# ---- block 1 ----
block_1/clock_wires.png
Bar = 20 um.
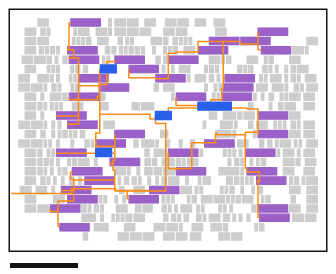
block_1/route_heat.png
Bar = 20 um. The die is cut into 18 by 14 equal tiles; white is low, dark blue is high, scaled to the fullest tile. Values are wire area over tile area, all layers added.
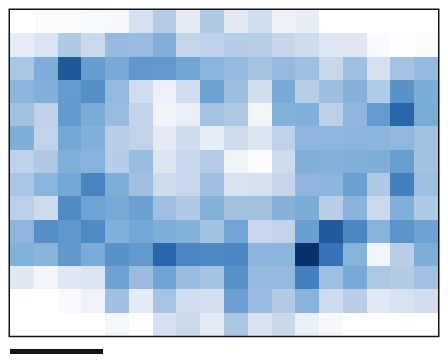
$ cat config.mk
export PLATFORM = sky130hd
export DESIGN_NAME = wb_port_arbiter
export DESIGN_NICKNAME = d
export VERILOG_FILES = /design/src/rtl/wb_port_arbiter.sv
export SDC_FILE = /design/constraint.sdc
export NUM_CORES = 1
export LEC_CHECK = 0
export ABC_AREA = 1
export CORE_ASPECT_RATIO = 0.75
export CORE_MARGIN = 2
export CORE_UTILIZATION = 40
export CTS_CLUSTER_SIZE = 14
export DETAILED_ROUTE_END_ITERATION = 12
export GPL_TIMING_DRIVEN = 0
export PLACE_DENSITY = 0.92
export SYNTH_ARGS = -nofsm -noshare
export SYNTH_HDL_FRONTEND = slang
export SYNTH_SLANG_ARGS = --single-unit
$ cat constraint.sdc
create_clock -name clk -period 2.92 [get_ports clk]
set_input_delay 0.438 -clock clk [delete_from_list [all_inputs] [get_ports clk]]
set_output_delay 0.438 -clock clk [all_outputs]
set_load 0.05 [all_outputs]
$ cat src/rtl/wb_port_arbiter.sv
// wb_port_arbiter: shares the register-file write port between the single-cycle
// ALU/MEM writeback path and the long-latency unit. The ALU wins by default. A
// starvation counter forces one LU grant after STARVE_MAX consecutive LU denials.
module wb_port_arbiter #(
    parameter int unsigned DATA_W     = 32,
    parameter int unsigned ADDR_W     = 5,
    parameter int unsigned STARVE_MAX = 4
) (
    input  logic              clk,
    input  logic              reset,
    input  logic              alu_valid,
    output logic              alu_ready,
    input  logic [ADDR_W-1:0] alu_rd,
    input  logic [DATA_W-1:0] alu_data,
    input  logic              lu_valid,
    output logic              lu_ready,
    input  logic [ADDR_W-1:0] lu_rd,
    input  logic [DATA_W-1:0] lu_data,
    output logic              rf_we,
    output logic [ADDR_W-1:0] rf_waddr,
    output logic [DATA_W-1:0] rf_wdata,
    output logic              wb_sel,
    output logic              starved
);

    localparam int unsigned CNT_W = $clog2(STARVE_MAX + 1);

    typedef enum logic {
        ALU_PRI  = 1'b0,
        LU_FORCE = 1'b1
    } state_e;

    state_e            state_q, state_d;
    logic [CNT_W-1:0]  cnt_q, cnt_d;
    logic              alu_rdy_c, lu_rdy_c;
    logic              alu_xfer_c, lu_xfer_c;
    logic              rf_we_d, wb_sel_d, starved_d;
    logic [ADDR_W-1:0] rf_waddr_d;
    logic [DATA_W-1:0] rf_wdata_d;

    // State, counter and registered write-port outputs
    always_ff @(posedge clk or posedge reset) begin
        if (reset) begin
            state_q  <= ALU_PRI;
            cnt_q    <= '0;
            rf_we    <= 1'b0;
            rf_waddr <= '0;
            rf_wdata <= '0;
            wb_sel   <= 1'b0;
            starved  <= 1'b0;
        end else begin
            state_q  <= state_d;
            cnt_q    <= cnt_d;
            rf_we    <= rf_we_d;
            rf_waddr <= rf_waddr_d;
            rf_wdata <= rf_wdata_d;
            wb_sel   <= wb_sel_d;
            starved  <= starved_d;
        end
    end

    // Arbitration: next state, starvation count and per-producer readies
    always_comb begin
        state_d   = state_q;
        cnt_d     = cnt_q;
        alu_rdy_c = 1'b0;
        lu_rdy_c  = 1'b0;
        unique case (state_q)
            ALU_PRI: begin
                if (alu_valid) begin
                    alu_rdy_c = 1'b1;
                    if (lu_valid) begin
                        cnt_d = cnt_q + CNT_W'(1);
                        if (cnt_q == CNT_W'(STARVE_MAX - 1)) begin
                            state_d = LU_FORCE;
                        end
                    end
                end else if (lu_valid) begin
                    lu_rdy_c = 1'b1;
                    cnt_d    = '0;
                end
            end
            LU_FORCE: begin
                // ALU stalls for one cycle; LU gets the port whether or not it asks
                lu_rdy_c = 1'b1;
                state_d  = ALU_PRI;
                cnt_d    = '0;
            end
            default: begin
                state_d = ALU_PRI;
                cnt_d   = '0;
            end
        endcase
    end

    // Readies are held low during reset; requests in flight are dropped
    assign alu_ready  = alu_rdy_c & ~reset;
    assign lu_ready   = lu_rdy_c & ~reset;
    assign alu_xfer_c = alu_valid & alu_ready;
    assign lu_xfer_c  = lu_valid & lu_ready;

    // Winning write for next cycle; writes to r0 are accepted but dropped
    always_comb begin
        rf_we_d    = 1'b0;
        rf_waddr_d = rf_waddr;
        rf_wdata_d = rf_wdata;
        wb_sel_d   = wb_sel;
        starved_d  = (state_d == LU_FORCE);
        if (alu_xfer_c && (alu_rd != '0)) begin
            rf_we_d    = 1'b1;
            rf_waddr_d = alu_rd;
            rf_wdata_d = alu_data;
            wb_sel_d   = 1'b0;
        end else if (lu_xfer_c && (lu_rd != '0)) begin
            rf_we_d    = 1'b1;
            rf_waddr_d = lu_rd;
            rf_wdata_d = lu_data;
            wb_sel_d   = 1'b1;
        end
    end

endmodule

==> notes.md <==
run results: top cells, area=dfrtp_1 (46%), nand2_1 (25%), nand3_1 (16%), M1 GR Usage=0.2853, AO/OA Area Share=0.006410, net load switching power=0.0007658 W, Ports=~120, Top cell excl fill/tap=nand2_1, layout cells sized above 1=0.07366, Hold EP=rf_wdata[27], Via density=4.844, final setup vio count=0, CP Capture Type=output pin, maximum clock path buffer count=2, Yosys cell types=16, Worst path max stage delay=about 830 ps, DRC=0, status=completed, setup bufs post-CTS=0, Final period util=0.9581, htree depth=2
Notes on block_1/clock_wires.png above:
[blue] clock-net drivers | count: 5
[orange] clock wires | length: 491 um
[purple] flip-flops | count: 43
flops lie	spread over the die
routed clock nets	6
clock latency (worst-skew pair): 280 ps
Clk. pwr: 0.000371 W

Notes on block_1/route_heat.png above:
nearly empty tiles	7.9%
tiles over half the peak	19%
mean over tiles	0.18
DR vias: 2,548
Total Routing Usage GR: 0.2305
final wirelength: 7317 um
post-DR wirelength/cell: 13.91 um

final cells by class:
class	instances	area (um^2)
buffer	23	163.9
clock buffer	6	82.58
clock inverter	1	5.005
fill	499	2012
inverter	7	31.28
multi-input combinational	249	1076
sequential	43	1076
tap	78	97.59
timing repair buffer	119	1191
through the flow:
stage | worst slack (ps) | total power [W] | hold WS (ps)
floorplan | 275.1 | 0.001252 | 453.0
global placement | -810.0 | 0.001583 | 473.5
detailed placement | -287.1 | 0.001607 | 493.4
CTS | 74.63 | 0.001980 | 512.9
global route | 15.85 | 0.002062 | 544.5
finish | 122.3 | 0.001965 | 513.3
tightest hold or removal path, cell delays in order (launching register included):
cell and delay [ps]:
dfrtp_1 350, nand3_1 70, nand2_1 60
kinds of logic (layout without fill, tap and decap cells):
logic type,after synthesis,count (layout)
flip-flops,43,43
adder cells (fa/ha/maj),2,2
buffers and inverters,30,156
AND/OR/NAND/NOR,244,244
AND-OR/OR-AND,3,3
registers in the layout, indices dropped and copies added (netlist names):
register / count
cnt_q: 3
rf_waddr: 5
rf_wdata: 32
rf_we: 1
state_q: 1
wb_sel: 1

# ---- block 2 ----
--- src/rtl/serial_addsub8_if.sv ---
// Request/result bundle for the group-serial 8-bit adder/subtractor.
// The master drives the operands and START; the slave returns status and results.
interface serial_addsub8_if;
    logic       start;
    logic       sub;
    logic [7:0] a;
    logic [7:0] b;
    logic       cin;
    logic       busy;
    logic       done;
    logic [7:0] s;
    logic       cout;
    logic       g;
    logic       p;
    logic       ovf;

    modport master (
        output start, sub, a, b, cin,
        input  busy, done, s, cout, g, p, ovf
    );

    modport slave (
        input  start, sub, a, b, cin,
        output busy, done, s, cout, g, p, ovf
    );
endinterface

--- src/rtl/serial_addsub8.sv ---
// 8-bit add/subtract that handles one 2-bit group per cycle.
// The carry between groups is kept in a register. Subtraction adds the inverted B.
//
// state | meaning
// IDLE  | waiting for START; results from the last operation are held
// RUN   | processing group idx_q, one group per cycle
// FIN   | results valid, DONE pulses; START is accepted here as well
module serial_addsub8 (
    input  logic             clk,
    input  logic             rst,
    serial_addsub8_if.slave  bus
);
    typedef enum logic [1:0] {
        IDLE = 2'd0,
        RUN  = 2'd1,
        FIN  = 2'd2
    } state_t;

    state_t     state_q, state_d;
    logic [7:0] a_q, a_d;
    logic [7:0] b_q, b_d;
    logic [7:0] s_q, s_d;
    logic [1:0] idx_q, idx_d;
    logic       carry_q, carry_d;
    logic       cout_q, cout_d;
    logic       g_q, g_d;
    logic       p_q, p_d;
    logic       ovf_q, ovf_d;

    logic [1:0] ga, gb, gsum;
    logic       c_mid, c_out;
    logic [8:0] gen_sum;

    // Datapath for the current group. b_q already holds the effective B.
    always_comb begin
        ga      = a_q[{idx_q, 1'b0} +: 2];
        gb      = b_q[{idx_q, 1'b0} +: 2];
        c_mid   = (ga[0] & gb[0]) | ((ga[0] ^ gb[0]) & carry_q);
        gsum    = {ga[1] ^ gb[1] ^ c_mid, ga[0] ^ gb[0] ^ carry_q};
        c_out   = (ga[1] & gb[1])
                | ((ga[1] ^ gb[1]) & (ga[0] & gb[0]))
                | ((ga[1] ^ gb[1]) & (ga[0] ^ gb[0]) & carry_q);
        gen_sum = {1'b0, a_q} + {1'b0, b_q};
    end

    always_comb begin
        state_d = state_q;
        a_d     = a_q;
        b_d     = b_q;
        s_d     = s_q;
        idx_d   = idx_q;
        carry_d = carry_q;
        cout_d  = cout_q;
        g_d     = g_q;
        p_d     = p_q;
        ovf_d   = ovf_q;

        case (state_q)
            IDLE, FIN: begin
                if (bus.start) begin
                    state_d = RUN;
                    a_d     = bus.a;
                    b_d     = bus.b ^ {8{bus.sub}};
                    carry_d = bus.cin ^ bus.sub;
                    idx_d   = 2'd0;
                    s_d     = 8'h00;
                    cout_d  = 1'b0;
                    g_d     = 1'b0;
                    p_d     = 1'b0;
                    ovf_d   = 1'b0;
                end else begin
                    state_d = IDLE;
                end
            end
            RUN: begin
                s_d[{idx_q, 1'b0} +: 2] = gsum;
                carry_d = c_out;
                idx_d   = idx_q + 2'd1;
                if (idx_q == 2'd3) begin
                    // Group 3 closes the operation: c_mid is the carry into bit 7.
                    state_d = FIN;
                    cout_d  = c_out;
                    ovf_d   = c_mid ^ c_out;
                    g_d     = gen_sum[8];
                    p_d     = &(a_q ^ b_q);
                end
            end
            default: state_d = IDLE;
        endcase
    end

    always_ff @(posedge clk or posedge rst) begin
        if (rst) begin
            state_q <= IDLE;
            a_q     <= 8'h00;
            b_q     <= 8'h00;
            s_q     <= 8'h00;
            idx_q   <= 2'd0;
            carry_q <= 1'b0;
            cout_q  <= 1'b0;
            g_q     <= 1'b0;
            p_q     <= 1'b0;
            ovf_q   <= 1'b0;
        end else begin
            state_q <= state_d;
            a_q     <= a_d;
            b_q     <= b_d;
            s_q     <= s_d;
            idx_q   <= idx_d;
            carry_q <= carry_d;
            cout_q  <= cout_d;
            g_q     <= g_d;
            p_q     <= p_d;
            ovf_q   <= ovf_d;
        end
    end

    assign bus.busy = (state_q == RUN);
    assign bus.done = (state_q == FIN);
    assign bus.s    = s_q;
    assign bus.cout = cout_q;
    assign bus.g    = g_q;
    assign bus.p    = p_q;
    assign bus.ovf  = ovf_q;
endmodule

--- src/flat_wrapper.sv ---
// flat-port wrapper written by rule: the top's interface ports become plain ports
module serial_addsub8_flat 
  (clk, rst, bus_start, bus_sub, bus_a, bus_b, bus_cin, bus_busy, bus_done, bus_s, bus_cout, bus_g, bus_p, bus_ovf);
  serial_addsub8_if bus_i ();
  input  logic clk;
  input  logic rst;
  input wire logic [$bits(bus_i.start)-1:0] bus_start;
  input wire logic [$bits(bus_i.sub)-1:0] bus_sub;
  input wire logic [$bits(bus_i.a)-1:0] bus_a;
  input wire logic [$bits(bus_i.b)-1:0] bus_b;
  input wire logic [$bits(bus_i.cin)-1:0] bus_cin;
  output wire logic [$bits(bus_i.busy)-1:0] bus_busy;
  output wire logic [$bits(bus_i.done)-1:0] bus_done;
  output wire logic [$bits(bus_i.s)-1:0] bus_s;
  output wire logic [$bits(bus_i.cout)-1:0] bus_cout;
  output wire logic [$bits(bus_i.g)-1:0] bus_g;
  output wire logic [$bits(bus_i.p)-1:0] bus_p;
  output wire logic [$bits(bus_i.ovf)-1:0] bus_ovf;
  assign bus_i.start = bus_start;
  assign bus_i.sub = bus_sub;
  assign bus_i.a = bus_a;
  assign bus_i.b = bus_b;
  assign bus_i.cin = bus_cin;
  assign bus_busy = bus_i.busy;
  assign bus_done = bus_i.done;
  assign bus_s = bus_i.s;
  assign bus_cout = bus_i.cout;
  assign bus_g = bus_i.g;
  assign bus_p = bus_i.p;
  assign bus_ovf = bus_i.ovf;
  serial_addsub8 u_core (.clk(clk), .rst(rst), .bus(bus_i));
endmodule
--- config.mk ---
export PLATFORM = sky130hd
export DESIGN_NAME = serial_addsub8_flat
export DESIGN_NICKNAME = d
export VERILOG_FILES = /design/src/rtl/serial_addsub8_if.sv /design/src/rtl/serial_addsub8.sv /design/src/flat_wrapper.sv
export SDC_FILE = /design/constraint.sdc
export NUM_CORES = 1
export LEC_CHECK = 0
export CAP_MARGIN = 0
export CORE_ASPECT_RATIO = 0.6
export CORE_MARGIN = 2
export CORE_UTILIZATION = 46
export DETAILED_ROUTE_END_ITERATION = 7
export GPL_TIMING_DRIVEN = 0
export HOLD_SLACK_MARGIN = 0.1
export PLACE_DENSITY = 0.75
export SYNTH_ARGS = -nofsm -noshare
export SYNTH_HDL_FRONTEND = slang
export SYNTH_SLANG_ARGS = --single-unit
--- constraint.sdc ---
create_clock -name clk -period 2.3 [get_ports clk]
set_clock_uncertainty 0.05 [all_clocks]
set_input_delay 0.345 -clock clk [delete_from_list [all_inputs] [get_ports clk]]
set_output_delay 0.345 -clock clk [all_outputs]
set_load 0.01 [all_outputs]
block_2/layers.png
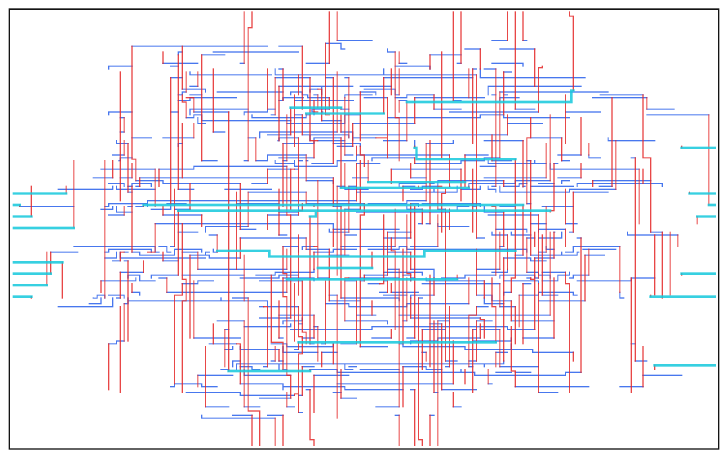
colour	layer	wire length
cyan	M3	324 um
blue	M1	1,840 um
red	M2	1,800 um

block_2/clock_nets.png
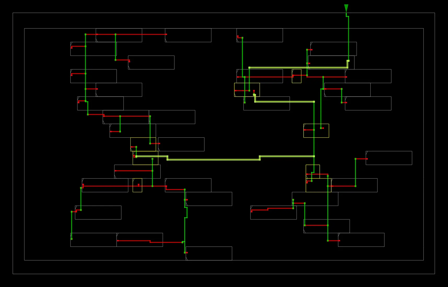
registers: 33
clock latency (worst-skew pair): 280 ps
Clk. pwr: 0.000417 W

block_2/clock_wires.png
Bar = 20 um.
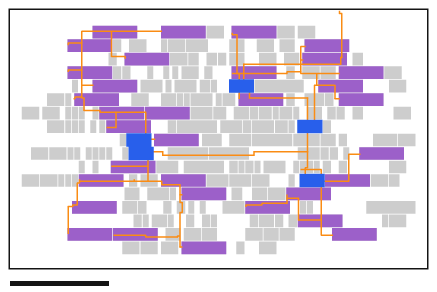
[blue] clock-net drivers | count: 5
[purple] flip-flops | count: 33
[orange] clock wires | length: 381 um
routed clock nets	6
flops lie	spread over the die
Clk pwr share: 0.128

==> notes.md <==
run results: Placed Instances=251, routed wl met2=1797 um, Multi-input gate area=slightly above 900 um^2, CP Capture Type=register, DR top layer=met3, Via density=5.333, Synth Instances=approximately 170, critical path fanouts, max=10, fin nets=249, Ports=35, TritonCTS Buffers=5, leading area contributor after synthesis=dfrtp_1, Area Growth Syn to Fin=30.58%, status=completed, crit path launch type=register, Biggest Area Class=multi-input combinational cells, XORs/XNORs by Area=0.05438, DIE HEIGHT=52.07 um, CTS tree=built, Met1 Wirelength=1841 um, sequential cell area=roughly 830 um^2, full die area=4380 um^2, Setup TNS Final=0 ps, pins over their slew limit=0, final wirelength=about 4000 um, multi-input combinational area share=0.3953, initial antenna violation count=0, AO/OA Area Share=0.1299, DP HPWL=3084 um, YS warnings=0
state kept, by name, summed over array words and instances (netlist names):
register	flops
u_core.state_q	2
u_core.carry_q	1
u_core.bus.cout	1
u_core.bus.ovf	1
u_core.idx_q	2
u_core.a_q	8
u_core.bus.p	1
u_core.b_q	8
u_core.bus.s	8
u_core.bus.g	1
final timing paths:
| path | slack [ps] | cells after the start | end | from |
|---|---|---|---|---|
| max in group asynchronous | 1520 | 3 | u_core.a_q[6] | rst |
| min in group clk | 450 | 1 | u_core.bus.s[4] | u_core.bus.s[4] |
| setup reg to reg | 130 | 7 | u_core.bus.ovf | u_core.idx_q[0] |
| setup / recovery | 130 | 7 | u_core.bus.ovf | u_core.idx_q[0] |
| hold / removal | 270 | 2 | u_core.state_q[1] | rst |
| hold reg to reg | 450 | 1 | u_core.bus.s[4] | u_core.bus.s[4] |
what timing repair did:
action	in CTS	in global routing
setup endpoints to repair	5	3
gates resized	4	2
setup buffers	0	1
cells in the mapped netlist, drive strengths merged (2+ instances only):
cell type   n
a21oi       9
a22o        5
a32o        2
buf         6
dfrtp      33
ha         14
inv         4
mux4        4
nand2      43
nand2b      2
nand3       4
nor2        5
nor2b       3
o21ai      15
xnor2       8
xor2        3

# ---- block 3 ----
block_3/clock_nets.png
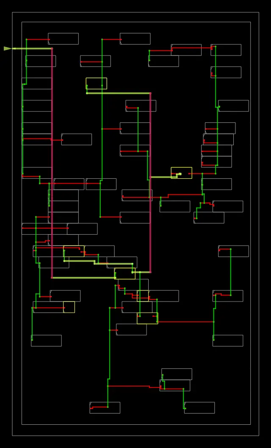
$ cat config.mk
export PLATFORM = sky130hd
export DESIGN_NAME = traffic_countdown_display
export DESIGN_NICKNAME = d
export VERILOG_FILES = /design/src/rtl/traffic_countdown_display.sv
export SDC_FILE = /design/constraint.sdc
export NUM_CORES = 1
export LEC_CHECK = 0
export ABC_CLOCK_PERIOD_IN_PS = 8800
export CORE_AREA = 2 2 58 101
export CTS_CLUSTER_DIAMETER = 150
export DETAILED_ROUTE_END_ITERATION = 10
export DIE_AREA = 0 0 60 103
export PLACE_DENSITY = 0.82
export SLEW_MARGIN = 20
export SYNTH_ARGS = -nofsm -noshare
export SYNTH_HDL_FRONTEND = slang
export SYNTH_SLANG_ARGS = --single-unit
$ cat constraint.sdc
create_clock -name Clk -period 8.8 [get_ports Clk]
set_input_delay 0.88 -clock Clk [delete_from_list [all_inputs] [get_ports Clk]]
set_output_delay 0.88 -clock Clk [all_outputs]
set_load 0.005 [all_outputs]
$ cat src/rtl/traffic_countdown_display.sv
// Per-direction countdown of the remaining phase seconds, derived from the traffic
// controller's lamps and shown on a 4-digit multiplexed 7-segment display.
module traffic_countdown_display #(
    parameter int CLK_HZ     = 1000,
    parameter int GREEN_SEC  = 55,
    parameter int YELLOW_SEC = 5,
    parameter int RED_SEC    = 60,
    parameter int SCAN_DIV   = 4
) (
    input  logic       Clk,
    input  logic       Rst,
    input  logic       en,
    input  logic       R1,
    input  logic       Y1,
    input  logic       G1,
    input  logic       R2,
    input  logic       Y2,
    input  logic       G2,
    output logic [6:0] seg,
    output logic [3:0] dig_sel,
    output logic [7:0] cnt1_bcd,
    output logic [7:0] cnt2_bcd
);
    localparam int PW = (CLK_HZ > 1) ? $clog2(CLK_HZ) : 1;
    localparam int SW = (SCAN_DIV > 1) ? $clog2(SCAN_DIV) : 1;

    typedef enum logic [2:0] {
        PH_OFF,
        PH_GREEN,
        PH_YELLOW,
        PH_RED,
        PH_INVALID
    } phase_t;

    logic          r_en;
    logic          r_r1, r_y1, r_g1, r_r2, r_y2, r_g2;
    phase_t        r_ph1, r_ph2;
    logic [7:0]    r_cnt1, r_cnt2;
    logic [PW-1:0] r_presc;
    logic [SW-1:0] r_scanCnt;
    logic [1:0]    r_scanIdx;
    logic [6:0]    r_seg;
    logic [3:0]    r_digSel;

    phase_t        w_ph1, w_ph2;
    logic          w_chg1, w_chg2, w_tick;
    logic [3:0]    w_nibble;
    phase_t        w_digPh;
    logic          w_isTens;
    logic [6:0]    w_segNext;

    function automatic phase_t decode(input logic e, input logic r, input logic y, input logic g);
        if (!e) return PH_OFF;
        case ({r, y, g})
            3'b001:  return PH_GREEN;
            3'b010:  return PH_YELLOW;
            3'b100:  return PH_RED;
            default: return PH_INVALID;
        endcase
    endfunction

    function automatic logic [7:0] toBcd(input int v);
        return {4'(v / 10), 4'(v % 10)};
    endfunction

    function automatic logic [7:0] loadValue(input phase_t p);
        case (p)
            PH_GREEN:  return toBcd(GREEN_SEC);
            PH_YELLOW: return toBcd(YELLOW_SEC);
            PH_RED:    return toBcd(RED_SEC);
            default:   return 8'h00;
        endcase
    endfunction

    function automatic logic isValid(input phase_t p);
        return (p == PH_GREEN) || (p == PH_YELLOW) || (p == PH_RED);
    endfunction

    // BCD decrement that parks at 01 so a held phase never shows 00 or wraps
    function automatic logic [7:0] decBcd(input logic [7:0] c);
        if (c == 8'h01 || c == 8'h00) return c;
        if (c[3:0] == 4'd0) return {c[7:4] - 4'd1, 4'd9};
        return {c[7:4], c[3:0] - 4'd1};
    endfunction

    function automatic logic [6:0] segOf(input logic [3:0] d);
        case (d)
            4'd0:    return 7'b0111111;
            4'd1:    return 7'b0000110;
            4'd2:    return 7'b1011011;
            4'd3:    return 7'b1001111;
            4'd4:    return 7'b1100110;
            4'd5:    return 7'b1101101;
            4'd6:    return 7'b1111101;
            4'd7:    return 7'b0000111;
            4'd8:    return 7'b1111111;
            4'd9:    return 7'b1101111;
            default: return 7'b0000000;
        endcase
    endfunction

    assign w_ph1  = decode(r_en, r_r1, r_y1, r_g1);
    assign w_ph2  = decode(r_en, r_r2, r_y2, r_g2);
    assign w_chg1 = (w_ph1 != r_ph1);
    assign w_chg2 = (w_ph2 != r_ph2);
    assign w_tick = (r_presc == PW'(CLK_HZ - 1));

    always_comb begin
        w_nibble = r_cnt1[3:0];
        w_digPh  = r_ph1;
        w_isTens = 1'b0;
        case (r_scanIdx)
            2'd0: begin
                w_nibble = r_cnt1[3:0];
                w_digPh  = r_ph1;
            end
            2'd1: begin
                w_nibble = r_cnt1[7:4];
                w_digPh  = r_ph1;
                w_isTens = 1'b1;
            end
            2'd2: begin
                w_nibble = r_cnt2[3:0];
                w_digPh  = r_ph2;
            end
            default: begin
                w_nibble = r_cnt2[7:4];
                w_digPh  = r_ph2;
                w_isTens = 1'b1;
            end
        endcase
        // an invalid lamp combination overrides the digits with a dash
        w_segNext = segOf(w_nibble);
        if (w_digPh == PH_INVALID) begin
            w_segNext = 7'b1000000;
        end else if (w_isTens && w_nibble == 4'd0) begin
            w_segNext = 7'b0000000;
        end
    end

    always_ff @(posedge Clk) begin
        if (!Rst) begin
            r_en      <= 1'b0;
            r_r1      <= 1'b0;
            r_y1      <= 1'b0;
            r_g1      <= 1'b0;
            r_r2      <= 1'b0;
            r_y2      <= 1'b0;
            r_g2      <= 1'b0;
            r_ph1     <= PH_OFF;
            r_ph2     <= PH_OFF;
            r_cnt1    <= 8'h00;
            r_cnt2    <= 8'h00;
            r_presc   <= '0;
            r_scanCnt <= '0;
            r_scanIdx <= 2'd0;
            r_seg     <= 7'b0000000;
            r_digSel  <= 4'b0000;
        end else begin
            r_en <= en;
            r_r1 <= R1;
            r_y1 <= Y1;
            r_g1 <= G1;
            r_r2 <= R2;
            r_y2 <= Y2;
            r_g2 <= G2;

            r_ph1 <= w_ph1;
            r_ph2 <= w_ph2;

            // a phase load takes priority over a coincident second tick
            if (w_chg1) begin
                r_cnt1 <= loadValue(w_ph1);
            end else if (w_tick && isValid(w_ph1)) begin
                r_cnt1 <= decBcd(r_cnt1);
            end
            if (w_chg2) begin
                r_cnt2 <= loadValue(w_ph2);
            end else if (w_tick && isValid(w_ph2)) begin
                r_cnt2 <= decBcd(r_cnt2);
            end

            if (w_chg1 || w_chg2 || w_tick) begin
                r_presc <= '0;
            end else begin
                r_presc <= r_presc + 1'b1;
            end

            // display blanks and the scan position freezes while disabled
            if (r_en) begin
                r_digSel <= 4'b0001 << r_scanIdx;
                r_seg    <= w_segNext;
                if (r_scanCnt == SW'(SCAN_DIV - 1)) begin
                    r_scanCnt <= '0;
                    r_scanIdx <= r_scanIdx + 2'd1;
                end else begin
                    r_scanCnt <= r_scanCnt + 1'b1;
                end
            end else begin
                r_digSel <= 4'b0000;
                r_seg    <= 7'b0000000;
            end
        end
    end

    assign seg      = r_seg;
    assign dig_sel  = r_digSel;
    assign cnt1_bcd = r_cnt1;
    assign cnt2_bcd = r_cnt2;

endmodule

==> notes.md <==
run results: Setup Crit Path Kind=reg2reg, clkbuf count=5, adder share=0.08340, Max Freq=303.7 MHz, maximum clock path buffer count=2, Placed Instances=462, min Tclk post-route=3293 ps, Inverters=19, hold path cells=1, Buf+Inv Stages, Crit Path=1, RePlAce Congestion=0.9938, post-route insts no fill=469, syn_area_per_cell=8.561 um^2, Post-CTS Hold Buffers=0, Clk pwr share=0.279, Worst Min Path Start=r_presc[0], MaxCap Viol Count=0, crit path from=r_scanIdx[1], Synth Seq Share=0.3431, status=completed, YS warnings=0, clock latency (worst-skew pair)=320 ps, sequential share of power=0.544, num rows=36
## Picture notes: block_3/clock_nets.png
TritonCTS Buffers: 5
CTS Sinks: 54

## metrics by stage
stage / setup slack [ps] / hold WS (ps) / util / total power, W
after detailed placement: 5584 / 446.3 / 0.6474 / 0.0003625
after global routing: 5216 / 475.7 / 0.6628 / 0.0005203
final: 5507 / 467.5 / 0.6628 / 0.0004954
after global placement: 5673 / 436.4 / 0.6474 / 0.0003601
after floorplan: 6030 / 417.6 / - / 0.0003321
after CTS: 5566 / 466.6 / 0.6628 / 0.0004992
## sequential cells by signal, summed over array words and instances (netlist names)
| name | flops |
|---|---|
| seg | 7 |
| r_y1 | 1 |
| r_ph2 | 3 |
| r_r1 | 1 |
| r_g1 | 1 |
| r_scanIdx | 2 |
| r_en | 1 |
| cnt2_bcd | 8 |
| r_ph1 | 3 |
| r_r2 | 1 |
| r_y2 | 1 |
| r_g2 | 1 |
| cnt1_bcd | 8 |
| r_scanCnt | 2 |
| dig_sel | 4 |
| r_presc | 10 |
## layer usage
layer  GRT usage  up-vias  routed length, um
li1            -     1376                  -
met1      0.2616     1276               2711
met2      0.4473       93               3781
met3     0.03764       35                216
met4      0.1915        0                458
met5           0        -                  0


==> gallery <==
Met3 routing.
Cells faint in the background.
Plate I
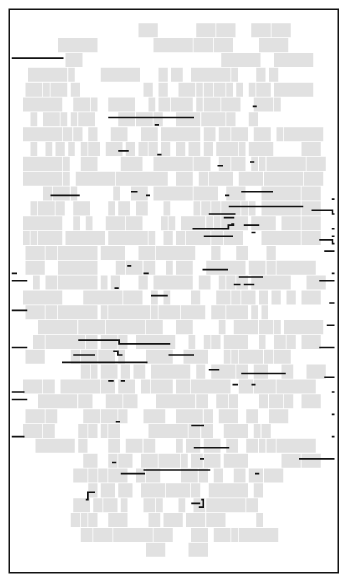
Plate II
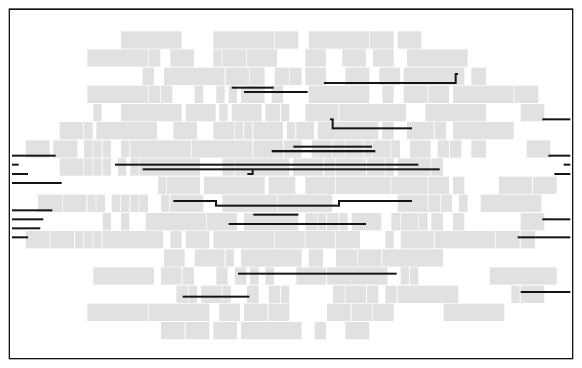
Plate III
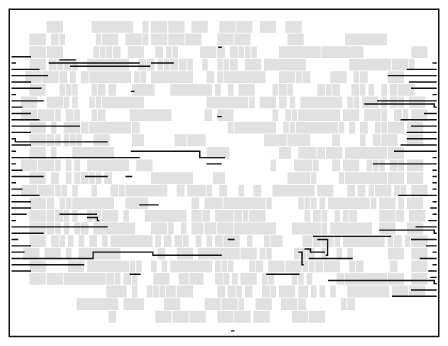
block 1: Plate III
block 2: Plate II
block 3: Plate I

Power and IR drop assume default switching activity.
